# vga_timing_ctrl_flat

==> config.mk <==
export PLATFORM = sky130hd
export DESIGN_NAME = vga_timing_ctrl_flat
export DESIGN_NICKNAME = d
export VERILOG_FILES = /design/src/rtl/vga_timing_ctrl_if.sv /design/src/rtl/vga_timing_ctrl.sv /design/src/flat_wrapper.sv
export SDC_FILE = /design/constraint.sdc
export NUM_CORES = 1
export LEC_CHECK = 0
export ABC_AREA = 1
export CORE_AREA = 8 8 201 203
export CTS_CLUSTER_SIZE = 10
export DETAILED_ROUTE_END_ITERATION = 7
export DIE_AREA = 0 0 209 211
export PLACE_DENSITY = 0.8
export SKIP_LAST_GASP = 1
export SYNTH_ARGS = -nofsm -noshare
export SYNTH_HDL_FRONTEND = slang
export SYNTH_SLANG_ARGS = --single-unit
==> constraint.sdc <==
create_clock -name clk -period 11.9 [get_ports clk]
set_input_delay 2.975 -clock clk [delete_from_list [all_inputs] [get_ports clk]]
set_output_delay 2.975 -clock clk [all_outputs]
set_load 0.1 [all_outputs]
==> src/rtl/vga_timing_ctrl_if.sv <==
// Control/status bundle for vga_timing_ctrl: count enable, shadow-register
// config port, and the registered video timing outputs.
// master = the side driving enable/config; slave = the timing generator.
interface vga_timing_ctrl_if #(
    parameter int CW = 16
);
    logic          en;
    logic          cfg_wr;
    logic [3:0]    cfg_addr;
    logic [CW-1:0] cfg_wdata;
    logic          cfg_commit;
    logic          hsync;
    logic          vsync;
    logic          de;
    logic [CW-1:0] x;
    logic [CW-1:0] y;
    logic          frame_start;
    logic          line_start;
    logic          cfg_pend;
    logic          line_irq;

    modport master (
        output en, cfg_wr, cfg_addr, cfg_wdata, cfg_commit,
        input  hsync, vsync, de, x, y, frame_start, line_start, cfg_pend, line_irq
    );

    modport slave (
        input  en, cfg_wr, cfg_addr, cfg_wdata, cfg_commit,
        output hsync, vsync, de, x, y, frame_start, line_start, cfg_pend, line_irq
    );
endinterface

==> src/rtl/vga_timing_ctrl.sv <==
// Purpose: VGA sync/DE generator with shadowed timing registers applied at frame end.
// Latency: outputs are registered on the same edge as the counters (zero added latency).
// Backpressure: none; en=0 freezes counters and outputs, pulse outputs drop to 0.
//
// Ports: clk (pixel clock), rst_n (synchronous active-low reset),
//   bus (vga_timing_ctrl_if.slave): en, cfg_wr/cfg_addr/cfg_wdata/cfg_commit in;
//   hsync, vsync, de, x, y, frame_start, line_start, cfg_pend, line_irq out.
// Register map: 0-7 = H_SYNC, H_BP, H_ACT, H_FP, V_SYNC, V_BP, V_ACT, V_FP (shadowed).
// Optional: define VGA_LINE_IRQ_EN to add lcmp at address 8 and the line_irq pulse.
module vga_timing_ctrl #(
    parameter int CW     = 16,
    parameter int H_SYNC = 96,
    parameter int H_BP   = 48,
    parameter int H_ACT  = 640,
    parameter int H_FP   = 16,
    parameter int V_SYNC = 2,
    parameter int V_BP   = 33,
    parameter int V_ACT  = 480,
    parameter int V_FP   = 10
) (
    input  logic               clk,
    input  logic               rst_n,
    vga_timing_ctrl_if.slave   bus
);
    localparam int NREG = 8;
    localparam logic [CW-1:0] DEF [NREG] = '{
        CW'(H_SYNC), CW'(H_BP), CW'(H_ACT), CW'(H_FP),
        CW'(V_SYNC), CW'(V_BP), CW'(V_ACT), CW'(V_FP)
    };

    logic [CW-1:0] act_q [NREG];
    logic [CW-1:0] act_d [NREG];
    logic [CW-1:0] shd_q [NREG];
    logic [CW-1:0] shd_d [NREG];
    logic [CW-1:0] hcnt_q, hcnt_d, vcnt_q, vcnt_d;
    logic          pend_q, pend_d;

    logic          hsync_q, vsync_q, de_q, frame_start_q, line_start_q;
    logic [CW-1:0] x_q, y_q;

    logic [CW-1:0] htot, vtot;
    logic          h_last, v_last, copy;
    logic [CW-1:0] h_act_beg, h_act_end, v_act_beg, v_act_end;
    logic          de_d;

    always_comb begin
        htot   = act_q[0] + act_q[1] + act_q[2] + act_q[3];
        vtot   = act_q[4] + act_q[5] + act_q[6] + act_q[7];
        h_last = (hcnt_q == htot - CW'(1));
        v_last = (vcnt_q == vtot - CW'(1));
        // Timing swap only on the final pixel of a frame, so a frame never mixes timings.
        copy   = bus.en && h_last && v_last && pend_q;

        hcnt_d = hcnt_q;
        vcnt_d = vcnt_q;
        if (bus.en) begin
            if (h_last) begin
                hcnt_d = '0;
                vcnt_d = v_last ? '0 : vcnt_q + CW'(1);
            end else begin
                hcnt_d = hcnt_q + CW'(1);
            end
        end

        for (int i = 0; i < NREG; i++) begin
            act_d[i] = copy ? shd_q[i] : act_q[i];
            shd_d[i] = shd_q[i];
        end
        // Zero-length segments would break the counter wrap, so 0 is stored as 1.
        if (bus.cfg_wr && !bus.cfg_addr[3]) begin
            shd_d[bus.cfg_addr[2:0]] = (bus.cfg_wdata == '0) ? CW'(1) : bus.cfg_wdata;
        end

        // A commit on the copy edge wins so the new request is not lost.
        pend_d = bus.cfg_commit ? 1'b1 : (copy ? 1'b0 : pend_q);

        // Decode uses next-state counters and timing so outputs line up with the counters.
        h_act_beg = act_d[0] + act_d[1];
        h_act_end = h_act_beg + act_d[2];
        v_act_beg = act_d[4] + act_d[5];
        v_act_end = v_act_beg + act_d[6];
        de_d = (hcnt_d >= h_act_beg) && (hcnt_d < h_act_end) &&
               (vcnt_d >= v_act_beg) && (vcnt_d < v_act_end);
    end

    always_ff @(posedge clk) begin
        if (!rst_n) begin
            hcnt_q        <= '0;
            vcnt_q        <= '0;
            pend_q        <= 1'b0;
            for (int i = 0; i < NREG; i++) begin
                act_q[i] <= DEF[i];
                shd_q[i] <= DEF[i];
            end
            hsync_q       <= 1'b0;
            vsync_q       <= 1'b0;
            de_q          <= 1'b0;
            x_q           <= '0;
            y_q           <= '0;
            frame_start_q <= 1'b0;
            line_start_q  <= 1'b0;
        end else begin
            hcnt_q <= hcnt_d;
            vcnt_q <= vcnt_d;
            pend_q <= pend_d;
            act_q  <= act_d;
            shd_q  <= shd_d;
            if (bus.en) begin
                hsync_q       <= !(hcnt_d < act_d[0]);
                vsync_q       <= !(vcnt_d < act_d[4]);
                de_q          <= de_d;
                if (de_d) begin
                    x_q <= hcnt_d - h_act_beg;
                    y_q <= vcnt_d - v_act_beg;
                end
                line_start_q  <= (hcnt_d == '0);
                frame_start_q <= (hcnt_d == '0) && (vcnt_d == '0);
            end else begin
                frame_start_q <= 1'b0;
                line_start_q  <= 1'b0;
            end
        end
    end

`ifdef VGA_LINE_IRQ_EN
    logic [CW-1:0] lcmp_q;
    logic          line_irq_q;

    always_ff @(posedge clk) begin
        if (!rst_n) begin
            lcmp_q     <= '0;
            line_irq_q <= 1'b0;
        end else begin
            if (bus.cfg_wr && (bus.cfg_addr == 4'd8)) begin
                lcmp_q <= bus.cfg_wdata;
            end
            line_irq_q <= bus.en && (hcnt_d == '0) && (vcnt_d == lcmp_q);
        end
    end

    assign bus.line_irq = line_irq_q;
`else
    assign bus.line_irq = 1'b0;
`endif

    assign bus.hsync       = hsync_q;
    assign bus.vsync       = vsync_q;
    assign bus.de          = de_q;
    assign bus.x           = x_q;
    assign bus.y           = y_q;
    assign bus.frame_start = frame_start_q;
    assign bus.line_start  = line_start_q;
    assign bus.cfg_pend    = pend_q;
endmodule

==> src/flat_wrapper.sv <==
// flat-port wrapper written by rule: the top's interface ports become plain ports
module vga_timing_ctrl_flat 
#(
    parameter int CW     = 16,
    parameter int H_SYNC = 96,
    parameter int H_BP   = 48,
    parameter int H_ACT  = 640,
    parameter int H_FP   = 16,
    parameter int V_SYNC = 2,
    parameter int V_BP   = 33,
    parameter int V_ACT  = 480,
    parameter int V_FP   = 10
)
  (clk, rst_n, bus_en, bus_cfg_wr, bus_cfg_addr, bus_cfg_wdata, bus_cfg_commit, bus_hsync, bus_vsync, bus_de, bus_x, bus_y, bus_frame_start, bus_line_start, bus_cfg_pend, bus_line_irq);
  vga_timing_ctrl_if #(.CW(CW)) bus_i ();
  input  logic clk;
  input  logic rst_n;
  input wire logic [$bits(bus_i.en)-1:0] bus_en;
  input wire logic [$bits(bus_i.cfg_wr)-1:0] bus_cfg_wr;
  input wire logic [$bits(bus_i.cfg_addr)-1:0] bus_cfg_addr;
  input wire logic [$bits(bus_i.cfg_wdata)-1:0] bus_cfg_wdata;
  input wire logic [$bits(bus_i.cfg_commit)-1:0] bus_cfg_commit;
  output wire logic [$bits(bus_i.hsync)-1:0] bus_hsync;
  output wire logic [$bits(bus_i.vsync)-1:0] bus_vsync;
  output wire logic [$bits(bus_i.de)-1:0] bus_de;
  output wire logic [$bits(bus_i.x)-1:0] bus_x;
  output wire logic [$bits(bus_i.y)-1:0] bus_y;
  output wire logic [$bits(bus_i.frame_start)-1:0] bus_frame_start;
  output wire logic [$bits(bus_i.line_start)-1:0] bus_line_start;
  output wire logic [$bits(bus_i.cfg_pend)-1:0] bus_cfg_pend;
  output wire logic [$bits(bus_i.line_irq)-1:0] bus_line_irq;
  assign bus_i.en = bus_en;
  assign bus_i.cfg_wr = bus_cfg_wr;
  assign bus_i.cfg_addr = bus_cfg_addr;
  assign bus_i.cfg_wdata = bus_cfg_wdata;
  assign bus_i.cfg_commit = bus_cfg_commit;
  assign bus_hsync = bus_i.hsync;
  assign bus_vsync = bus_i.vsync;
  assign bus_de = bus_i.de;
  assign bus_x = bus_i.x;
  assign bus_y = bus_i.y;
  assign bus_frame_start = bus_i.frame_start;
  assign bus_line_start = bus_i.line_start;
  assign bus_cfg_pend = bus_i.cfg_pend;
  assign bus_line_irq = bus_i.line_irq;
  vga_timing_ctrl #(.CW(CW), .H_SYNC(H_SYNC), .H_BP(H_BP), .H_ACT(H_ACT), .H_FP(H_FP), .V_SYNC(V_SYNC), .V_BP(V_BP), .V_ACT(V_ACT), .V_FP(V_FP)) u_core (.clk(clk), .rst_n(rst_n), .bus(bus_i));
endmodule
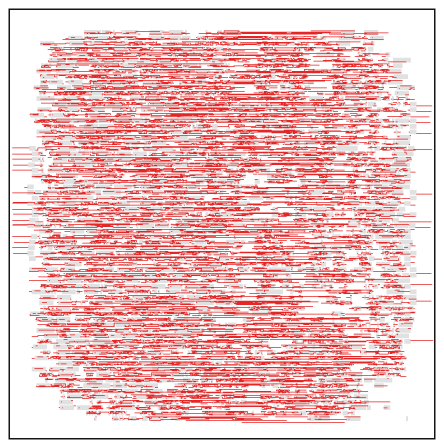
*The metal 1 layer, vga_timing_ctrl_flat*
main direction: horizontal
wire length on this layer: 31.1 mm
nets with wire on the layer: 3263
longest straight run: 61.2 um
share of all routed wire: 46%

==> notes.md <==
fresh numbers from the pnr run: residual antenna-violating net count after detailed routing=0, mean routed wirelength per cell=18.9 um, Max Fanout on Critical Path=60, Row Count=71, clock tree from TritonCTS=built, first-pass iteration count of the detailed router=6, Layout Area Growth over Synthesis=9.92%, element type at the critical path end=flop, number of sequential cells=326, outcome=complete, no violations, number of clock-tree buffers in the layout=47, Ys Warns=0, overall routing resource usage=29.6%, multi-input logic portion of the cell area=54.9%, synthesized area per cell=7.27 um^2, tap cell count=474, multi-input combinational cell count=2122, HPWL after detailed placement=51400 um, post-synthesis share of cell area spent on xor and xnor gates=6.21%, floorplan core area=0.0371 mm^2, Setup TNS=0 ns, top comb family, area=simple AND/OR/NAND/NOR gates, number of buffer and inverter stages on the critical path=7, Final nets=3374, worst slew pin tran=1.22 ns, DRT Wirelength=67100 um, worst path setup slack after routing=0.640 ns, pre-placement core utilization=59.5%, cell seen most often among critical-path stages=sky130_fd_sc_hd__a21oi_1, OpenROAD warning count=29, Mapped Area=0.0221 mm^2, Static Leak=11.7 nW, max_slew headroom=18.4%, largest registers=u_core.act_q (128), u_core.shd_q (128), Fillers=3287, post-detailed-placement cell area=0.0231 mm^2, synthesized-area fraction occupied by adder cells=18.0%, met1 Track Usage GR=42.6%, Final Slew Violations=0, library cell with the largest summed area after synthesis=sky130_fd_sc_hd__dfxtp_1

# clark_sched_flat

### The metal 1 layer, clark_sched_flat

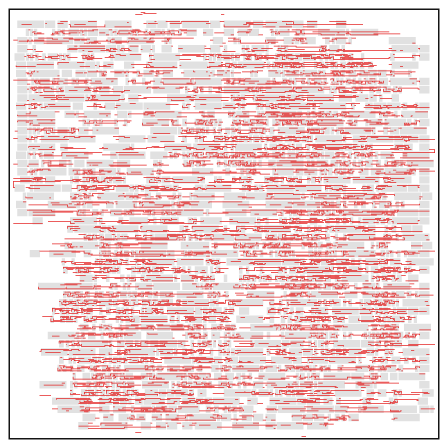
### Metal 2, clark_sched_flat

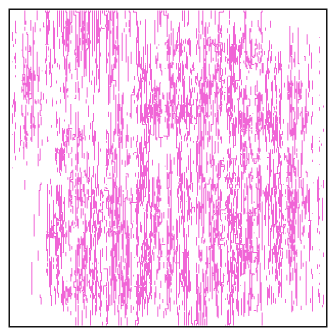
### Signal wires on met3, clark_sched_flat

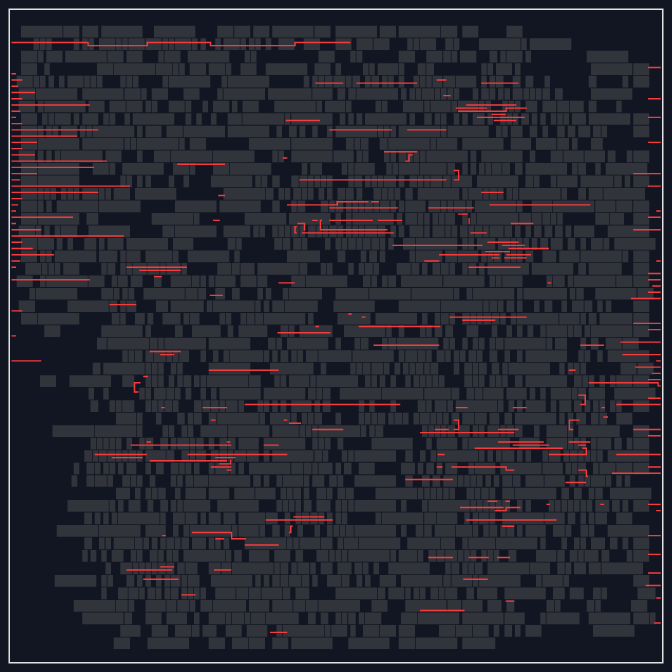
[src/rtl/foc_pkg.sv]
`default_nettype none
// ============================================================================
//  Module  : foc_pkg
//  Brief   : Shared types, widths and helpers for the clark_sched sequencer.
//  Revision: 1.0  initial release
// ============================================================================
package foc_pkg;

    localparam int ADC_W = 12;
    localparam int CUR_W = 16;
    localparam logic [ADC_W-1:0] OFFSET_RST = 12'd2048;

    typedef enum logic [1:0] {
        IDLE  = 2'd0,
        CAL   = 2'd1,
        ISSUE = 2'd2,
        WAIT  = 2'd3
    } state_t;

    // 13-bit signed difference, sign-extended and scaled by two.
    function automatic logic signed [CUR_W-1:0] offset_correct(
        input logic [ADC_W-1:0] adc,
        input logic [ADC_W-1:0] off
    );
        logic signed [CUR_W-1:0] diff;
        diff = $signed({{(CUR_W-ADC_W){1'b0}}, adc}) - $signed({{(CUR_W-ADC_W){1'b0}}, off});
        return diff <<< 1;
    endfunction

endpackage
`default_nettype wire

[src/rtl/clark_sched_if.sv]
`default_nettype none
// ============================================================================
//  Module  : clark_sched_if
//  Brief   : ADC, transform-request and result bundle of clark_sched.
//            CLARK_SCHED_DROPCNT_EN adds the o_drop_cnt signal.
//  Revision: 1.0  initial release
// ============================================================================
interface clark_sched_if;
    import foc_pkg::*;

    logic                    i_cal_start;
    logic                    i_adc_en;
    logic [ADC_W-1:0]        i_adc_a;
    logic [ADC_W-1:0]        i_adc_b;
    logic [ADC_W-1:0]        i_adc_c;
    logic                    o_tr_en;
    logic signed [CUR_W-1:0] o_tr_ia;
    logic signed [CUR_W-1:0] o_tr_ib;
    logic signed [CUR_W-1:0] o_tr_ic;
    logic                    i_tr_en;
    logic signed [CUR_W-1:0] i_tr_ialpha;
    logic signed [CUR_W-1:0] i_tr_ibeta;
    logic                    o_en;
    logic signed [CUR_W-1:0] o_ialpha;
    logic signed [CUR_W-1:0] o_ibeta;
    logic                    o_cal_busy;
    logic                    o_timeout;
`ifdef CLARK_SCHED_DROPCNT_EN
    logic [7:0]              o_drop_cnt;
`endif

    modport master (
        output i_cal_start, i_adc_en, i_adc_a, i_adc_b, i_adc_c,
        output i_tr_en, i_tr_ialpha, i_tr_ibeta,
        input  o_tr_en, o_tr_ia, o_tr_ib, o_tr_ic,
        input  o_en, o_ialpha, o_ibeta, o_cal_busy, o_timeout
`ifdef CLARK_SCHED_DROPCNT_EN
        , input o_drop_cnt
`endif
    );

    modport slave (
        input  i_cal_start, i_adc_en, i_adc_a, i_adc_b, i_adc_c,
        input  i_tr_en, i_tr_ialpha, i_tr_ibeta,
        output o_tr_en, o_tr_ia, o_tr_ib, o_tr_ic,
        output o_en, o_ialpha, o_ibeta, o_cal_busy, o_timeout
`ifdef CLARK_SCHED_DROPCNT_EN
        , output o_drop_cnt
`endif
    );

endinterface
`default_nettype wire

[src/rtl/clark_offset_cal.sv]
`default_nettype none
// ============================================================================
//  Module  : clark_offset_cal
//  Brief   : Per-phase offset averaging over 2^CAL_LOG2 samples.
//  Revision: 1.0  initial release
// ============================================================================
module clark_offset_cal
    import foc_pkg::*;
#(
    parameter int CAL_LOG2 = 6
) (
    input  wire logic             clk,
    input  wire logic             rstn,
    input  wire logic             clear,
    input  wire logic             sample,
    input  wire logic [ADC_W-1:0] adc_a,
    input  wire logic [ADC_W-1:0] adc_b,
    input  wire logic [ADC_W-1:0] adc_c,
    output logic      [ADC_W-1:0] off_a,
    output logic      [ADC_W-1:0] off_b,
    output logic      [ADC_W-1:0] off_c,
    output logic                  final_sample
);

    localparam int SUM_W = ADC_W + CAL_LOG2;

    logic [SUM_W-1:0]    sum_a, sum_b, sum_c;
    logic [SUM_W-1:0]    sum_a_nxt, sum_b_nxt, sum_c_nxt;
    logic [CAL_LOG2-1:0] count;

    // The next accepted sample completes the averaging window.
    assign final_sample = &count;

    assign sum_a_nxt = sum_a + SUM_W'(adc_a);
    assign sum_b_nxt = sum_b + SUM_W'(adc_b);
    assign sum_c_nxt = sum_c + SUM_W'(adc_c);

    always_ff @(posedge clk or negedge rstn) begin
        if (!rstn) begin
            sum_a <= '0;
            sum_b <= '0;
            sum_c <= '0;
            count <= '0;
            off_a <= OFFSET_RST;
            off_b <= OFFSET_RST;
            off_c <= OFFSET_RST;
        end else if (clear) begin
            sum_a <= '0;
            sum_b <= '0;
            sum_c <= '0;
            count <= '0;
        end else if (sample) begin
            if (final_sample) begin
                off_a <= sum_a_nxt[SUM_W-1:CAL_LOG2];
                off_b <= sum_b_nxt[SUM_W-1:CAL_LOG2];
                off_c <= sum_c_nxt[SUM_W-1:CAL_LOG2];
                sum_a <= '0;
                sum_b <= '0;
                sum_c <= '0;
                count <= '0;
            end else begin
                sum_a <= sum_a_nxt;
                sum_b <= sum_b_nxt;
                sum_c <= sum_c_nxt;
                count <= count + 1'b1;
            end
        end
    end

endmodule
`default_nettype wire

[src/rtl/clark_sched.sv]
`default_nettype none
// ============================================================================
//  Module  : clark_sched
//  Brief   : Offset removal, single-flight Clarke request sequencing with
//            timeout. CLARK_SCHED_DROPCNT_EN enables the dropped-sample counter.
//  Revision: 1.0  initial release
// ============================================================================
module clark_sched
    import foc_pkg::*;
#(
    parameter int CAL_LOG2 = 6,
    parameter int TIMEOUT  = 7
) (
    input  wire logic   clk,
    input  wire logic   rstn,
    clark_sched_if.slave bus
);

    localparam int TMO_W = $clog2(TIMEOUT + 1);

    state_t           state, state_nxt;
    logic [TMO_W-1:0] tmo_cnt, tmo_nxt;

    logic             cal_clear, cal_sample, cal_final;
    logic [ADC_W-1:0] off_a, off_b, off_c;

    logic             tr_load, tr_en_nxt, res_load, timeout_nxt;

    logic                    tr_en, en, cal_busy, timeout;
    logic signed [CUR_W-1:0] tr_ia, tr_ib, tr_ic, ialpha, ibeta;

    clark_offset_cal #(
        .CAL_LOG2 (CAL_LOG2)
    ) u_cal (
        .clk          (clk),
        .rstn         (rstn),
        .clear        (cal_clear),
        .sample       (cal_sample),
        .adc_a        (bus.i_adc_a),
        .adc_b        (bus.i_adc_b),
        .adc_c        (bus.i_adc_c),
        .off_a        (off_a),
        .off_b        (off_b),
        .off_c        (off_c),
        .final_sample (cal_final)
    );

    always_ff @(posedge clk or negedge rstn) begin
        if (!rstn) begin
            state   <= IDLE;
            tmo_cnt <= '0;
        end else begin
            state   <= state_nxt;
            tmo_cnt <= tmo_nxt;
        end
    end

    always_comb begin
        state_nxt   = state;
        tmo_nxt     = tmo_cnt;
        tr_load     = 1'b0;
        tr_en_nxt   = 1'b0;
        res_load    = 1'b0;
        timeout_nxt = 1'b0;
        cal_clear   = 1'b0;
        cal_sample  = 1'b0;
        // Calibration request overrides everything, including a pending result.
        if (bus.i_cal_start) begin
            cal_clear = 1'b1;
            state_nxt = CAL;
        end else begin
            case (state)
                IDLE: begin
                    if (bus.i_adc_en) begin
                        tr_load   = 1'b1;
                        tr_en_nxt = 1'b1;
                        state_nxt = ISSUE;
                    end
                end
                CAL: begin
                    if (bus.i_adc_en) begin
                        cal_sample = 1'b1;
                        if (cal_final) begin
                            state_nxt = IDLE;
                        end
                    end
                end
                ISSUE: begin
                    tmo_nxt   = TMO_W'(TIMEOUT);
                    state_nxt = WAIT;
                end
                WAIT: begin
                    if (bus.i_tr_en) begin
                        res_load  = 1'b1;
                        state_nxt = IDLE;
                    end else if (tmo_cnt == TMO_W'(1)) begin
                        tmo_nxt     = '0;
                        timeout_nxt = 1'b1;
                        state_nxt   = IDLE;
                    end else begin
                        tmo_nxt = tmo_cnt - 1'b1;
                    end
                end
                default: state_nxt = IDLE;
            endcase
        end
    end

    always_ff @(posedge clk or negedge rstn) begin
        if (!rstn) begin
            tr_en    <= 1'b0;
            tr_ia    <= '0;
            tr_ib    <= '0;
            tr_ic    <= '0;
            en       <= 1'b0;
            ialpha   <= '0;
            ibeta    <= '0;
            timeout  <= 1'b0;
            cal_busy <= 1'b0;
        end else begin
            tr_en    <= tr_en_nxt;
            en       <= res_load;
            timeout  <= timeout_nxt;
            cal_busy <= (state_nxt == CAL);
            if (tr_load) begin
                tr_ia <= offset_correct(bus.i_adc_a, off_a);
                tr_ib <= offset_correct(bus.i_adc_b, off_b);
                tr_ic <= offset_correct(bus.i_adc_c, off_c);
            end
            if (res_load) begin
                ialpha <= bus.i_tr_ialpha;
                ibeta  <= bus.i_tr_ibeta;
            end
        end
    end

`ifdef CLARK_SCHED_DROPCNT_EN
    logic       dropped;
    logic [7:0] drop_cnt;

    assign dropped = bus.i_adc_en && !bus.i_cal_start && ((state == ISSUE) || (state == WAIT));

    always_ff @(posedge clk or negedge rstn) begin
        if (!rstn) begin
            drop_cnt <= '0;
        end else if (bus.i_cal_start) begin
            drop_cnt <= '0;
        end else if (dropped && (drop_cnt != 8'hFF)) begin
            drop_cnt <= drop_cnt + 8'd1;
        end
    end

    assign bus.o_drop_cnt = drop_cnt;
`endif

    assign bus.o_tr_en    = tr_en;
    assign bus.o_tr_ia    = tr_ia;
    assign bus.o_tr_ib    = tr_ib;
    assign bus.o_tr_ic    = tr_ic;
    assign bus.o_en       = en;
    assign bus.o_ialpha   = ialpha;
    assign bus.o_ibeta    = ibeta;
    assign bus.o_cal_busy = cal_busy;
    assign bus.o_timeout  = timeout;

endmodule
`default_nettype wire
[src/flat_wrapper.sv]
// flat-port wrapper written by rule: the top's interface ports become plain ports
module clark_sched_flat import foc_pkg::*;
#(
    parameter int CAL_LOG2 = 6,
    parameter int TIMEOUT  = 7
)
  (clk, rstn, bus_i_cal_start, bus_i_adc_en, bus_i_adc_a, bus_i_adc_b, bus_i_adc_c, bus_i_tr_en, bus_i_tr_ialpha, bus_i_tr_ibeta, bus_o_tr_en, bus_o_tr_ia, bus_o_tr_ib, bus_o_tr_ic, bus_o_en, bus_o_ialpha, bus_o_ibeta, bus_o_cal_busy, bus_o_timeout);
  clark_sched_if bus_i ();
  input  wire logic clk;
  input  wire logic rstn;
  input wire logic [$bits(bus_i.i_cal_start)-1:0] bus_i_cal_start;
  input wire logic [$bits(bus_i.i_adc_en)-1:0] bus_i_adc_en;
  input wire logic [$bits(bus_i.i_adc_a)-1:0] bus_i_adc_a;
  input wire logic [$bits(bus_i.i_adc_b)-1:0] bus_i_adc_b;
  input wire logic [$bits(bus_i.i_adc_c)-1:0] bus_i_adc_c;
  input wire logic [$bits(bus_i.i_tr_en)-1:0] bus_i_tr_en;
  input wire logic [$bits(bus_i.i_tr_ialpha)-1:0] bus_i_tr_ialpha;
  input wire logic [$bits(bus_i.i_tr_ibeta)-1:0] bus_i_tr_ibeta;
  output wire logic [$bits(bus_i.o_tr_en)-1:0] bus_o_tr_en;
  output wire logic [$bits(bus_i.o_tr_ia)-1:0] bus_o_tr_ia;
  output wire logic [$bits(bus_i.o_tr_ib)-1:0] bus_o_tr_ib;
  output wire logic [$bits(bus_i.o_tr_ic)-1:0] bus_o_tr_ic;
  output wire logic [$bits(bus_i.o_en)-1:0] bus_o_en;
  output wire logic [$bits(bus_i.o_ialpha)-1:0] bus_o_ialpha;
  output wire logic [$bits(bus_i.o_ibeta)-1:0] bus_o_ibeta;
  output wire logic [$bits(bus_i.o_cal_busy)-1:0] bus_o_cal_busy;
  output wire logic [$bits(bus_i.o_timeout)-1:0] bus_o_timeout;
  assign bus_i.i_cal_start = bus_i_cal_start;
  assign bus_i.i_adc_en = bus_i_adc_en;
  assign bus_i.i_adc_a = bus_i_adc_a;
  assign bus_i.i_adc_b = bus_i_adc_b;
  assign bus_i.i_adc_c = bus_i_adc_c;
  assign bus_i.i_tr_en = bus_i_tr_en;
  assign bus_i.i_tr_ialpha = bus_i_tr_ialpha;
  assign bus_i.i_tr_ibeta = bus_i_tr_ibeta;
  assign bus_o_tr_en = bus_i.o_tr_en;
  assign bus_o_tr_ia = bus_i.o_tr_ia;
  assign bus_o_tr_ib = bus_i.o_tr_ib;
  assign bus_o_tr_ic = bus_i.o_tr_ic;
  assign bus_o_en = bus_i.o_en;
  assign bus_o_ialpha = bus_i.o_ialpha;
  assign bus_o_ibeta = bus_i.o_ibeta;
  assign bus_o_cal_busy = bus_i.o_cal_busy;
  assign bus_o_timeout = bus_i.o_timeout;
  clark_sched #(.CAL_LOG2(CAL_LOG2), .TIMEOUT(TIMEOUT)) u_core (.clk(clk), .rstn(rstn), .bus(bus_i));
endmodule
[config.mk]
export PLATFORM = sky130hd
export DESIGN_NAME = clark_sched_flat
export DESIGN_NICKNAME = d
export VERILOG_FILES = /design/src/rtl/foc_pkg.sv /design/src/rtl/clark_sched_if.sv /design/src/rtl/clark_offset_cal.sv /design/src/rtl/clark_sched.sv /design/src/flat_wrapper.sv
export SDC_FILE = /design/constraint.sdc
export NUM_CORES = 1
export LEC_CHECK = 0
export ABC_AREA = 1
export CORE_UTILIZATION = 56
export DETAILED_ROUTE_END_ITERATION = 8
export PLACE_DENSITY = 0.82
export SLEW_MARGIN = 30
export SYNTH_ARGS = -nofsm -noshare
export SYNTH_HDL_FRONTEND = slang
export SYNTH_SLANG_ARGS = --single-unit
[constraint.sdc]
create_clock -name clk -period 2.3 [get_ports clk]
set_input_delay 0.46 -clock clk [delete_from_list [all_inputs] [get_ports clk]]
set_output_delay 0.46 -clock clk [all_outputs]
set_load 0.005 [all_outputs]
==> notes.md <==
fresh numbers from the pnr run: simple share=31.2%, Largest stage delay, worst path=0.50 ns, Hold Vio Cnt, Final=0, final instance area=0.0139 mm^2, pre-placement core utilization=58.0%, Finish-stage setup viols=0, aoi/oai-family share of the synthesized area=8.52%, total of flip-flops plus latches after synthesis=176, synthesized area per cell=7.43 um^2, met1 layer wirelength in the final routing=11900 um, cell seen most often among critical-path stages=sky130_fd_sc_hd__nand2_1, Post-synth EDFFs=0, post-layout util=73.3%, outcome=complete, no violations, critical path data arrival time=2.40 ns, number of buffer and inverter stages on the critical path=2, mean routed wirelength per cell=13.7 um, most used logic cell in the final layout=sky130_fd_sc_hd__nand2_1, Max Fanout on Critical Path=5, number of sequential cells=176, max_slew headroom=66.7%, Power, Total=9.74 mW, slowest cell on the critical path=sky130_fd_sc_hd__clkdlybuf4s50_1, depth of the CTS H-tree=4, library cells used by synthesis=44, largest registers=u_core.u_cal.sum_a (18), u_core.u_cal.sum_b (18), u_core.u_cal.sum_c (18), Crit Path Class=in2reg, inverter count of the layout excluding clock inverters=154, minimum hold slack=0.477 ns, Top cell area share=39.4%
About 'The metal 1 layer' of clark_sched_flat:
wire length on this layer: 11900 um
share of all routed wire: 44%
main direction: horizontal
nets with wire on the layer: 1676
longest straight run: 42.8 um

About 'Metal 2' of clark_sched_flat:
nets with wire on the layer: 1511
main direction: vertical
met2 Track Usage GR: 48.0%
DRT Wirelength: 27000 um
via count: 10300

About 'Signal wires on met3' of clark_sched_flat:
longest straight run: 33.6 um
nets with wire on the layer: 167
wire length on this layer: 1420 um
share of all routed wire: 5.3%
main direction: horizontal


# full_neuron_pif_multi

### The metal 1 layer, full_neuron_pif_multi

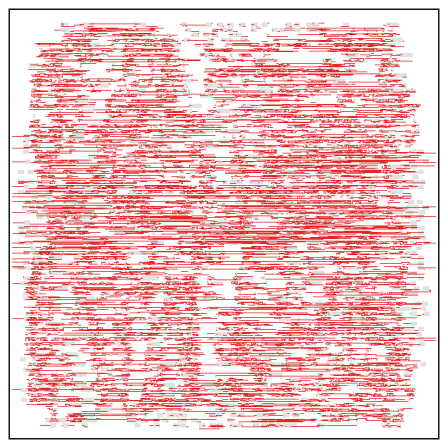
--- src/rtl/neuron_pkg.sv ---
// Shared definitions for the PIF neuron group: FSM state encoding,
// default widths and the saturating add used when a block is folded into vmem.
package neuron_pkg;

  localparam int DEF_INTEGER_WIDTH  = 8;
  localparam int DEF_FRACTION_WIDTH = 8;
  localparam int DEF_SIZE_CODE      = 5;
  localparam int DEF_DATA_WIDTH     = DEF_INTEGER_WIDTH + DEF_FRACTION_WIDTH;
  localparam int DEF_PARTIAL_WIDTH  = DEF_DATA_WIDTH + DEF_SIZE_CODE;

  typedef logic [2:0] state_t;
  localparam state_t ST_IDLE       = 3'd0;
  localparam state_t ST_LOAD       = 3'd1;
  localparam state_t ST_ACCUM      = 3'd2;
  localparam state_t ST_BLOCK_DONE = 3'd3;
  localparam state_t ST_FIRE       = 3'd4;
  localparam state_t ST_DONE       = 3'd5;

  // a + b clipped to the signed range of a w-bit word (w <= 62)
  function automatic logic signed [63:0] sat_add(input logic signed [63:0] a,
                                                 input logic signed [63:0] b,
                                                 input int unsigned w);
    logic signed [63:0] sum;
    logic signed [63:0] hi;
    logic signed [63:0] lo;
    sum = a + b;
    hi  = (64'sd1 <<< (w - 1)) - 64'sd1;
    lo  = -(64'sd1 <<< (w - 1));
    if (sum > hi)      return hi;
    else if (sum < lo) return lo;
    else               return sum;
  endfunction

endpackage

--- src/rtl/neuron_lane.sv ---
// One neuron lane: block partial accumulator, saturating fold into vmem, fire.
// Define LIF_LEAK_EN to apply vmem -= vmem >>> LEAK_SHIFT just before the fire compare.
module neuron_lane
  import neuron_pkg::*;
#(
  parameter int FRACTION_WIDTH = DEF_FRACTION_WIDTH,
  parameter int DATA_WIDTH     = DEF_DATA_WIDTH,
  parameter int SIZE_CODE      = DEF_SIZE_CODE,
  parameter int LEAK_SHIFT     = 4
) (
  input  logic                  clk,
  input  logic                  reset,
  input  logic                  load_i,
  input  logic                  accept_i,
  input  logic                  block_i,
  input  logic                  fire_i,
  input  logic [FRACTION_WIDTH-1:0] weight_i,
  input  logic [DATA_WIDTH-1:0] vmem_init_i,
  input  logic [DATA_WIDTH-1:0] threshold_i,
  output logic                  spike_o,
  output logic [DATA_WIDTH-1:0] vmem_o
);

`ifdef LIF_LEAK_EN
  localparam bit LEAK_EN = 1'b1;
`else
  localparam bit LEAK_EN = 1'b0;
`endif

  localparam int PW = DATA_WIDTH + SIZE_CODE;

  logic signed [PW-1:0]         partial_q, partial_d;
  logic signed [DATA_WIDTH-1:0] vmem_q, vmem_d;
  logic signed [DATA_WIDTH-1:0] leaked, thr;
  logic                         spike_q, spike_d;

  assign thr    = signed'(threshold_i);
  assign leaked = LEAK_EN ? vmem_q - (vmem_q >>> LEAK_SHIFT) : vmem_q;

  always_comb begin
    partial_d = partial_q;
    vmem_d    = vmem_q;
    spike_d   = spike_q;
    if (load_i) begin
      vmem_d    = signed'(vmem_init_i);
      partial_d = '0;
      spike_d   = 1'b0;
    end else if (accept_i) begin
      partial_d = partial_q + PW'(signed'(weight_i));
    end else if (block_i) begin
      vmem_d    = DATA_WIDTH'(sat_add(64'(vmem_q), 64'(partial_q), DATA_WIDTH));
      partial_d = '0;
    end else if (fire_i) begin
      // threshold is positive, so leaked - thr stays in range
      if (leaked >= thr) begin
        spike_d = 1'b1;
        vmem_d  = leaked - thr;
      end else begin
        spike_d = 1'b0;
        vmem_d  = leaked;
      end
    end
  end

  always_ff @(posedge clk) begin
    if (reset) begin
      partial_q <= '0;
      vmem_q    <= '0;
      spike_q   <= 1'b0;
    end else begin
      partial_q <= partial_d;
      vmem_q    <= vmem_d;
      spike_q   <= spike_d;
    end
  end

  assign spike_o = spike_q;
  assign vmem_o  = vmem_q;

endmodule

--- src/rtl/full_neuron_pif_multi.sv ---
// Multi-lane PIF neuron controller: FSM and block counter driving NUM_CH neuron_lane
// instances. Optional leak is enabled by defining LIF_LEAK_EN (see neuron_lane).
module full_neuron_pif_multi
  import neuron_pkg::*;
#(
  parameter int INTEGER_WIDTH  = DEF_INTEGER_WIDTH,
  parameter int FRACTION_WIDTH = DEF_FRACTION_WIDTH,
  parameter int DATA_WIDTH     = INTEGER_WIDTH + FRACTION_WIDTH,
  parameter int SIZE_CODE      = DEF_SIZE_CODE,
  parameter int NUM_CH         = 4,
  parameter int LEAK_SHIFT     = 4
) (
  input  logic                         clk,
  input  logic                         reset,
  input  logic                         start,
  input  logic                         weight_valid,
  input  logic                         finished,
  input  logic [NUM_CH*FRACTION_WIDTH-1:0] weight_data,
  input  logic [NUM_CH*DATA_WIDTH-1:0] vmem_in,
  input  logic [DATA_WIDTH-1:0]        threshold,
  output logic                         ready_mem,
  output logic                         busy,
  output logic                         done,
  output logic [NUM_CH-1:0]            spike_out,
  output logic [NUM_CH*DATA_WIDTH-1:0] vmem_out
);

  localparam int BLOCK_LEN = 1 << SIZE_CODE;
  localparam int CW        = (SIZE_CODE > 0) ? SIZE_CODE : 1;

  state_t          state_q, state_d;
  logic [CW-1:0]   count_q, count_d;
  logic            last_q, last_d;
  logic            accept;

  assign ready_mem = (state_q == ST_ACCUM);
  assign busy      = (state_q != ST_IDLE);
  assign done      = (state_q == ST_DONE);
  assign accept    = ready_mem & weight_valid;

  always_comb begin
    state_d = state_q;
    count_d = count_q;
    last_d  = last_q;
    case (state_q)
      ST_IDLE:  if (start) state_d = ST_LOAD;
      ST_LOAD: begin
        count_d = '0;
        last_d  = 1'b0;
        state_d = ST_ACCUM;
      end
      ST_ACCUM: begin
        // finished without a valid weight carries no information and is dropped
        if (accept) begin
          count_d = count_q + 1'b1;
          if (finished) begin
            last_d  = 1'b1;
            state_d = ST_BLOCK_DONE;
          end else if (count_q == CW'(BLOCK_LEN - 1)) begin
            state_d = ST_BLOCK_DONE;
          end
        end
      end
      ST_BLOCK_DONE: begin
        count_d = '0;
        state_d = last_q ? ST_FIRE : ST_ACCUM;
      end
      ST_FIRE:  state_d = ST_DONE;
      ST_DONE:  state_d = ST_IDLE;
      default:  state_d = ST_IDLE;
    endcase
  end

  always_ff @(posedge clk) begin
    if (reset) begin
      state_q <= ST_IDLE;
      count_q <= '0;
      last_q  <= 1'b0;
    end else begin
      state_q <= state_d;
      count_q <= count_d;
      last_q  <= last_d;
    end
  end

  generate
    for (genvar gi = 0; gi < NUM_CH; gi++) begin : g_lane
      neuron_lane #(
        .FRACTION_WIDTH (FRACTION_WIDTH),
        .DATA_WIDTH     (DATA_WIDTH),
        .SIZE_CODE      (SIZE_CODE),
        .LEAK_SHIFT     (LEAK_SHIFT)
      ) u_lane (
        .clk         (clk),
        .reset       (reset),
        .load_i      (state_q == ST_LOAD),
        .accept_i    (accept),
        .block_i     (state_q == ST_BLOCK_DONE),
        .fire_i      (state_q == ST_FIRE),
        .weight_i    (weight_data[gi*FRACTION_WIDTH +: FRACTION_WIDTH]),
        .vmem_init_i (vmem_in[gi*DATA_WIDTH +: DATA_WIDTH]),
        .threshold_i (threshold),
        .spike_o     (spike_out[gi]),
        .vmem_o      (vmem_out[gi*DATA_WIDTH +: DATA_WIDTH])
      );
    end
  endgenerate

endmodule

--- config.mk ---
export PLATFORM = sky130hd
export DESIGN_NAME = full_neuron_pif_multi
export DESIGN_NICKNAME = d
export VERILOG_FILES = /design/src/rtl/neuron_pkg.sv /design/src/rtl/neuron_lane.sv /design/src/rtl/full_neuron_pif_multi.sv
export SDC_FILE = /design/constraint.sdc
export NUM_CORES = 1
export LEC_CHECK = 0
export ABC_AREA = 1
export CAP_MARGIN = 20
export CORE_MARGIN = 4
export CORE_UTILIZATION = 40
export DETAILED_ROUTE_END_ITERATION = 10
export GPL_TIMING_DRIVEN = 0
export PLACE_DENSITY_LB_ADDON = 0.1
export RECOVER_POWER = 100
export SKIP_LAST_GASP = 1
export SLEW_MARGIN = 5
export SYNTH_ARGS = -nofsm -noshare
export SYNTH_HDL_FRONTEND = slang
export SYNTH_SLANG_ARGS = --single-unit
--- constraint.sdc ---
create_clock -name clk -period 3.15 [get_ports clk]
set_clock_uncertainty 0.1 [all_clocks]
set_input_delay 0.315 -clock clk [delete_from_list [all_inputs] [get_ports clk]]
set_output_delay 0.315 -clock clk [all_outputs]
set_load 0.02 [all_outputs]
==> notes.md <==
fresh numbers from the pnr run: tap cell count=656, number of antenna violations at the first check in global routing=1, stages on the worst setup path=9, number of I/O pins=188, setup repair after global routing missed its margin=yes, Placed Instances=4120, overall routing resource usage=28.9%, worst endpoint required time=3.43 ns, number of diodes=0, first-pass iteration count of the detailed router=6, share of power burned in the clock network=21.2%, outcome=complete, no violations, period utilization=97.7%, Fillers=5172, multi-input combinational cell count=2657, uppermost signal routing layer after detailed routing=met4, clock-pin slew of the registers on the worst-case setup and hold paths=0.07 ns, maximum number of pins on one net before global-route repair=17, critical-path cell list=inv_1, nor3_2, nand2_1, inv_4, nor2_1, clkbuf_1, clkbuf_2, nand2_1, a21oi_1, aoi/oai-family share of the synthesized area=21.8%, OpenROAD warning count=27, number of cells on the worst hold path=2, fraction of area in clock buffers and inverters=2.38%, cell seen most often among critical-path stages=sky130_fd_sc_hd__nand2_1, Clock Sink Count=161, number of CTS-inserted buffers=17, remaining design rule violation count=0, Clock group=2.15 mW, final-layout non-clock buffer area share=10.1%, most used logic cell in the final layout=sky130_fd_sc_hd__nand2_1, P per Cell Area=436 mW/mm^2, HPWL after detailed placement=64100 um, worst flop-to-flop path endpoint=g_lane[0].u_lane.partial_q[7], met2 Track Usage GR=47.3%, CP startpoint kind=flop
About 'The metal 1 layer' of full_neuron_pif_multi:
nets with wire on the layer: 3696
main direction: horizontal
share of all routed wire: 45%
wire length on this layer: 36.1 mm
met1 Track Usage GR: 38.4%
DRT Wirelength: 79400 um
via count: 22600


# led_frame_ctrl

### The metal 1 layer, led_frame_ctrl

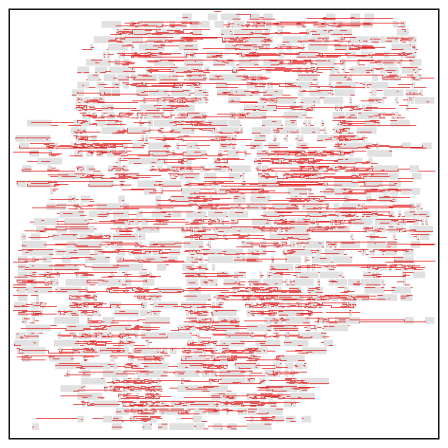
File: config.mk
export PLATFORM = sky130hd
export DESIGN_NAME = led_frame_ctrl
export DESIGN_NICKNAME = d
export VERILOG_FILES = /design/src/rtl/led_frame_ctrl.sv
export SDC_FILE = /design/constraint.sdc
export NUM_CORES = 1
export LEC_CHECK = 0
export CAP_MARGIN = 20
export CORE_UTILIZATION = 45
export CTS_CLUSTER_DIAMETER = 100
export DETAILED_ROUTE_END_ITERATION = 16
export HOLD_SLACK_MARGIN = 0.08
export PLACE_DENSITY = 0.65
export SETUP_SLACK_MARGIN = 0.02
export SYNTH_ARGS = -nofsm -noshare
export SYNTH_HDL_FRONTEND = slang
export SYNTH_SLANG_ARGS = --single-unit
File: constraint.sdc
create_clock -name clk_100mhz -period 11.5 [get_ports clk_100mhz]
set_clock_uncertainty 0.2 [all_clocks]
set_input_delay 1.725 -clock clk_100mhz [delete_from_list [all_inputs] [get_ports clk_100mhz]]
set_output_delay 1.725 -clock clk_100mhz [all_outputs]
set_load 0.1 [all_outputs]
File: src/rtl/led_frame_ctrl.sv
// LED frame controller: streams NUM_LEDS colour words from RAM to an LED driver,
// scaling each by a global brightness and handshaking with the driver's rdy/nxt.
module led_frame_ctrl #(
  parameter int unsigned NUM_LEDS    = 64,
  parameter int unsigned TRIG_LEN    = 4,
  parameter int unsigned TIMEOUT_CYC = 100000,
  parameter int unsigned REFRESH_CYC = 1666666
) (
  input  logic        clk_100mhz,
  input  logic        reset_n,
  input  logic        frame_start,
  input  logic        auto_en,
  input  logic [7:0]  brightness,
  output logic        mem_rd_en,
  output logic [7:0]  mem_addr,
  input  logic [23:0] mem_rdata,
  output logic [7:0]  red,
  output logic [7:0]  green,
  output logic [7:0]  blue,
  output logic        trig_out,
  input  logic        rdy_in,
  input  logic        nxt_in,
  output logic        busy,
  output logic        frame_done,
  output logic        skip,
  output logic        err
);

  localparam int unsigned CntMax = (TIMEOUT_CYC > TRIG_LEN) ? TIMEOUT_CYC : TRIG_LEN;
  localparam int unsigned CntW   = $clog2(CntMax + 1);
  localparam int unsigned RefW   = (REFRESH_CYC > 1) ? $clog2(REFRESH_CYC) : 1;

  localparam logic [CntW-1:0] TrigLast    = CntW'(TRIG_LEN - 1);
  localparam logic [CntW-1:0] TimeoutLast = CntW'(TIMEOUT_CYC - 1);
  localparam logic [RefW-1:0] RefLast     = RefW'(REFRESH_CYC - 1);
  localparam logic [7:0]      IdxLast     = 8'(NUM_LEDS - 1);

  typedef enum logic [3:0] {
    StIdle,
    StWaitRdy,
    StFetch,
    StScale,
    StTrigHi,
    StTrigLo,
    StWaitNxt,
    StWaitLatch,
    StErr
  } state_e;

  state_e          state_q, state_d;
  logic [CntW-1:0] cnt_q, cnt_d;
  logic [RefW-1:0] ref_q, ref_d;
  logic [7:0]      idx_q, idx_d;
  logic [7:0]      bright_q, bright_d;
  logic [7:0]      red_q, red_d, green_q, green_d, blue_q, blue_d;
  logic            seen_nxt_q, seen_nxt_d;
  logic            frame_done_q, frame_done_d;
  logic            skip_q, skip_d;
  logic            err_q, err_d;
  logic            tick, start_req, timeout;

  assign tick      = auto_en && (ref_q == RefLast);
  assign start_req = frame_start || tick;
  assign timeout   = (cnt_q == TimeoutLast);

  always_comb begin
    ref_d = '0;
    if (auto_en) begin
      ref_d = tick ? '0 : ref_q + 1'b1;
    end
  end

  always_comb begin
    state_d      = state_q;
    idx_d        = idx_q;
    bright_d     = bright_q;
    red_d        = red_q;
    green_d      = green_q;
    blue_d       = blue_q;
    seen_nxt_d   = 1'b0;
    frame_done_d = 1'b0;
    err_d        = err_q;
    // Requests while a frame is in flight are dropped, not queued.
    skip_d       = start_req && (state_q != StIdle);

    case (state_q)
      StIdle: begin
        if (start_req) begin
          bright_d = brightness;
          idx_d    = '0;
          err_d    = 1'b0;
          state_d  = StWaitRdy;
        end
      end
      StWaitRdy: begin
        if (rdy_in)       state_d = StFetch;
        else if (timeout) state_d = StErr;
      end
      StFetch: state_d = StScale;
      StScale: begin
        // (c * (b + 1)) >> 8 keeps b = 255 an exact identity.
        red_d   = 8'((16'(mem_rdata[23:16]) * (16'(bright_q) + 16'd1)) >> 8);
        green_d = 8'((16'(mem_rdata[15:8])  * (16'(bright_q) + 16'd1)) >> 8);
        blue_d  = 8'((16'(mem_rdata[7:0])   * (16'(bright_q) + 16'd1)) >> 8);
        state_d = StTrigHi;
      end
      StTrigHi: begin
        if (cnt_q == TrigLast) state_d = StTrigLo;
      end
      StTrigLo: begin
        if (cnt_q == TrigLast) begin
          if (idx_q < IdxLast) begin
            idx_d   = idx_q + 1'b1;
            state_d = StWaitNxt;
          end else begin
            state_d = StWaitLatch;
          end
        end
      end
      StWaitNxt: begin
        if (nxt_in)       state_d = StFetch;
        else if (timeout) state_d = StErr;
      end
      StWaitLatch: begin
        // The driver frees its buffer first, then reports idle once latched.
        seen_nxt_d = seen_nxt_q || nxt_in;
        if (seen_nxt_d && rdy_in) begin
          frame_done_d = 1'b1;
          state_d      = StIdle;
        end else if (timeout) begin
          state_d = StErr;
        end
      end
      StErr:   state_d = StIdle;
      default: state_d = StIdle;
    endcase

    if (state_d == StErr) err_d = 1'b1;
  end

  always_comb begin
    cnt_d = cnt_q + 1'b1;
    if ((state_d != state_q) || (state_q == StIdle)) cnt_d = '0;
  end

  always_ff @(posedge clk_100mhz or negedge reset_n) begin
    if (!reset_n) begin
      state_q      <= StIdle;
      cnt_q        <= '0;
      ref_q        <= '0;
      idx_q        <= '0;
      bright_q     <= '0;
      red_q        <= '0;
      green_q      <= '0;
      blue_q       <= '0;
      seen_nxt_q   <= 1'b0;
      frame_done_q <= 1'b0;
      skip_q       <= 1'b0;
      err_q        <= 1'b0;
    end else begin
      state_q      <= state_d;
      cnt_q        <= cnt_d;
      ref_q        <= ref_d;
      idx_q        <= idx_d;
      bright_q     <= bright_d;
      red_q        <= red_d;
      green_q      <= green_d;
      blue_q       <= blue_d;
      seen_nxt_q   <= seen_nxt_d;
      frame_done_q <= frame_done_d;
      skip_q       <= skip_d;
      err_q        <= err_d;
    end
  end

  // Decoded straight from state so reset drops trig_out and busy immediately.
  assign trig_out   = (state_q == StTrigHi);
  assign busy       = (state_q != StIdle);
  assign mem_rd_en  = (state_q == StFetch);
  assign mem_addr   = idx_q;
  assign red        = red_q;
  assign green      = green_q;
  assign blue       = blue_q;
  assign frame_done = frame_done_q;
  assign skip       = skip_q;
  assign err        = err_q;

endmodule

==> notes.md <==
fresh numbers from the pnr run: Hold Vio Cnt, Final=0, clock-pin slew of the registers on the worst-case setup and hold paths=0.07 ns, final-layout non-clock buffer area share=7.11%, Row Count=55, met2 Track Usage GR=34.6%, critical-path cell list=clkdlybuf4s50_1, nand2_1, fa_1, fa_1, fa_1, fa_1, inv_1, ha_1, and3_1, a2111oi_0, o31ai_1, xnor2_1, o21ai_0, launching instance or port of the critical path=mem_rdata[15], outcome=complete, no violations, met2 routed WL=11100 um, number of cells on the worst hold path=2, pre-placement core utilization=45.7%, number of buffers other than clock buffers in the final layout=86, inverter count of the layout excluding clock inverters=161, Setup TNS=0 ns, buffers added on ports=75, tap cell count=285, final critical delay including setup and external delays=6.46 ns
About 'The metal 1 layer' of led_frame_ctrl:
wire length on this layer: 10400 um
longest straight run: 34.5 um
share of all routed wire: 46%
main direction: horizontal
nets with wire on the layer: 1302
via count: 7675
DRT Wirelength: 22600 um



==> gallery <==
Signal wires on met3.
image #1
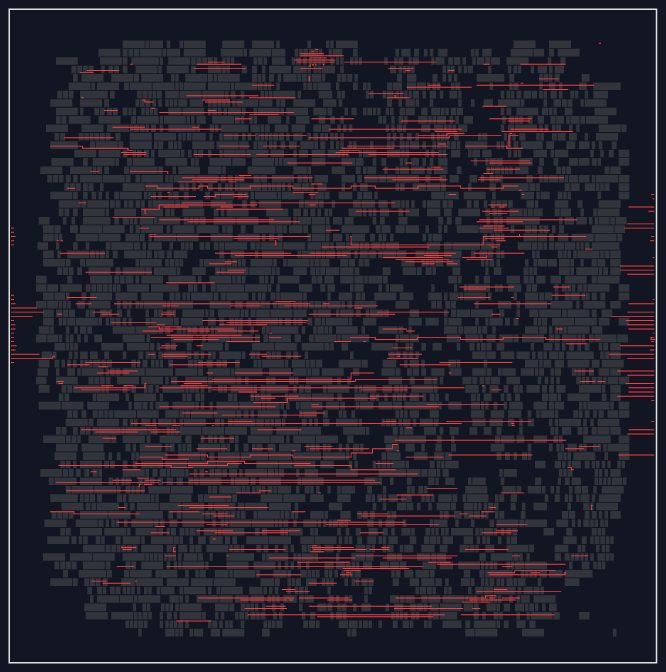
image #2
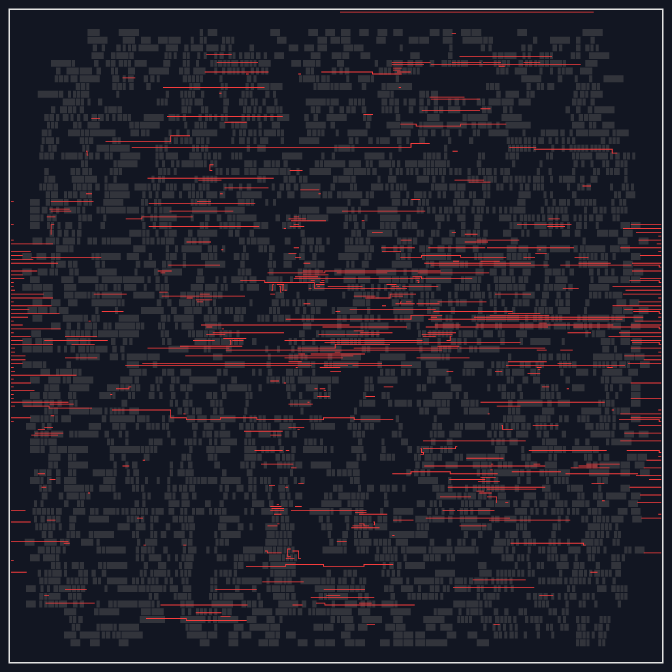
image #3
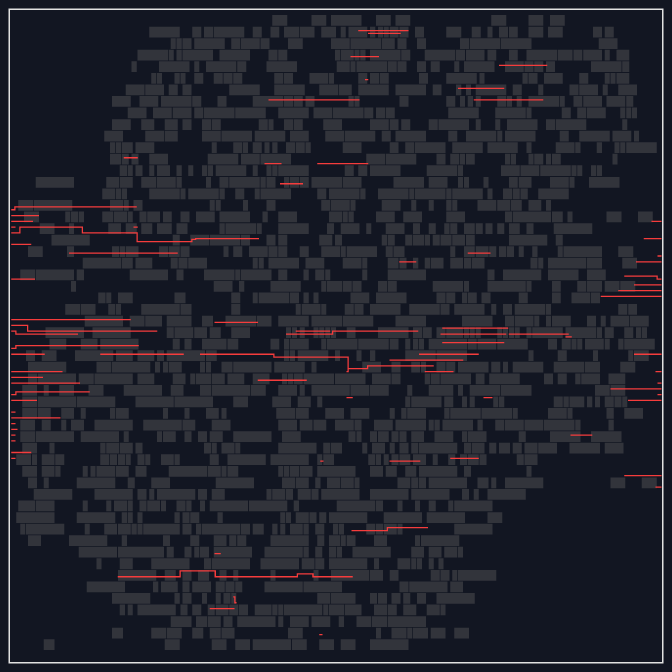
| from | picture |
|---|---|
| vga_timing_ctrl_flat | image #1 |
| full_neuron_pif_multi | image #2 |
| led_frame_ctrl | image #3 |

Power and IR drop assume default switching activity.
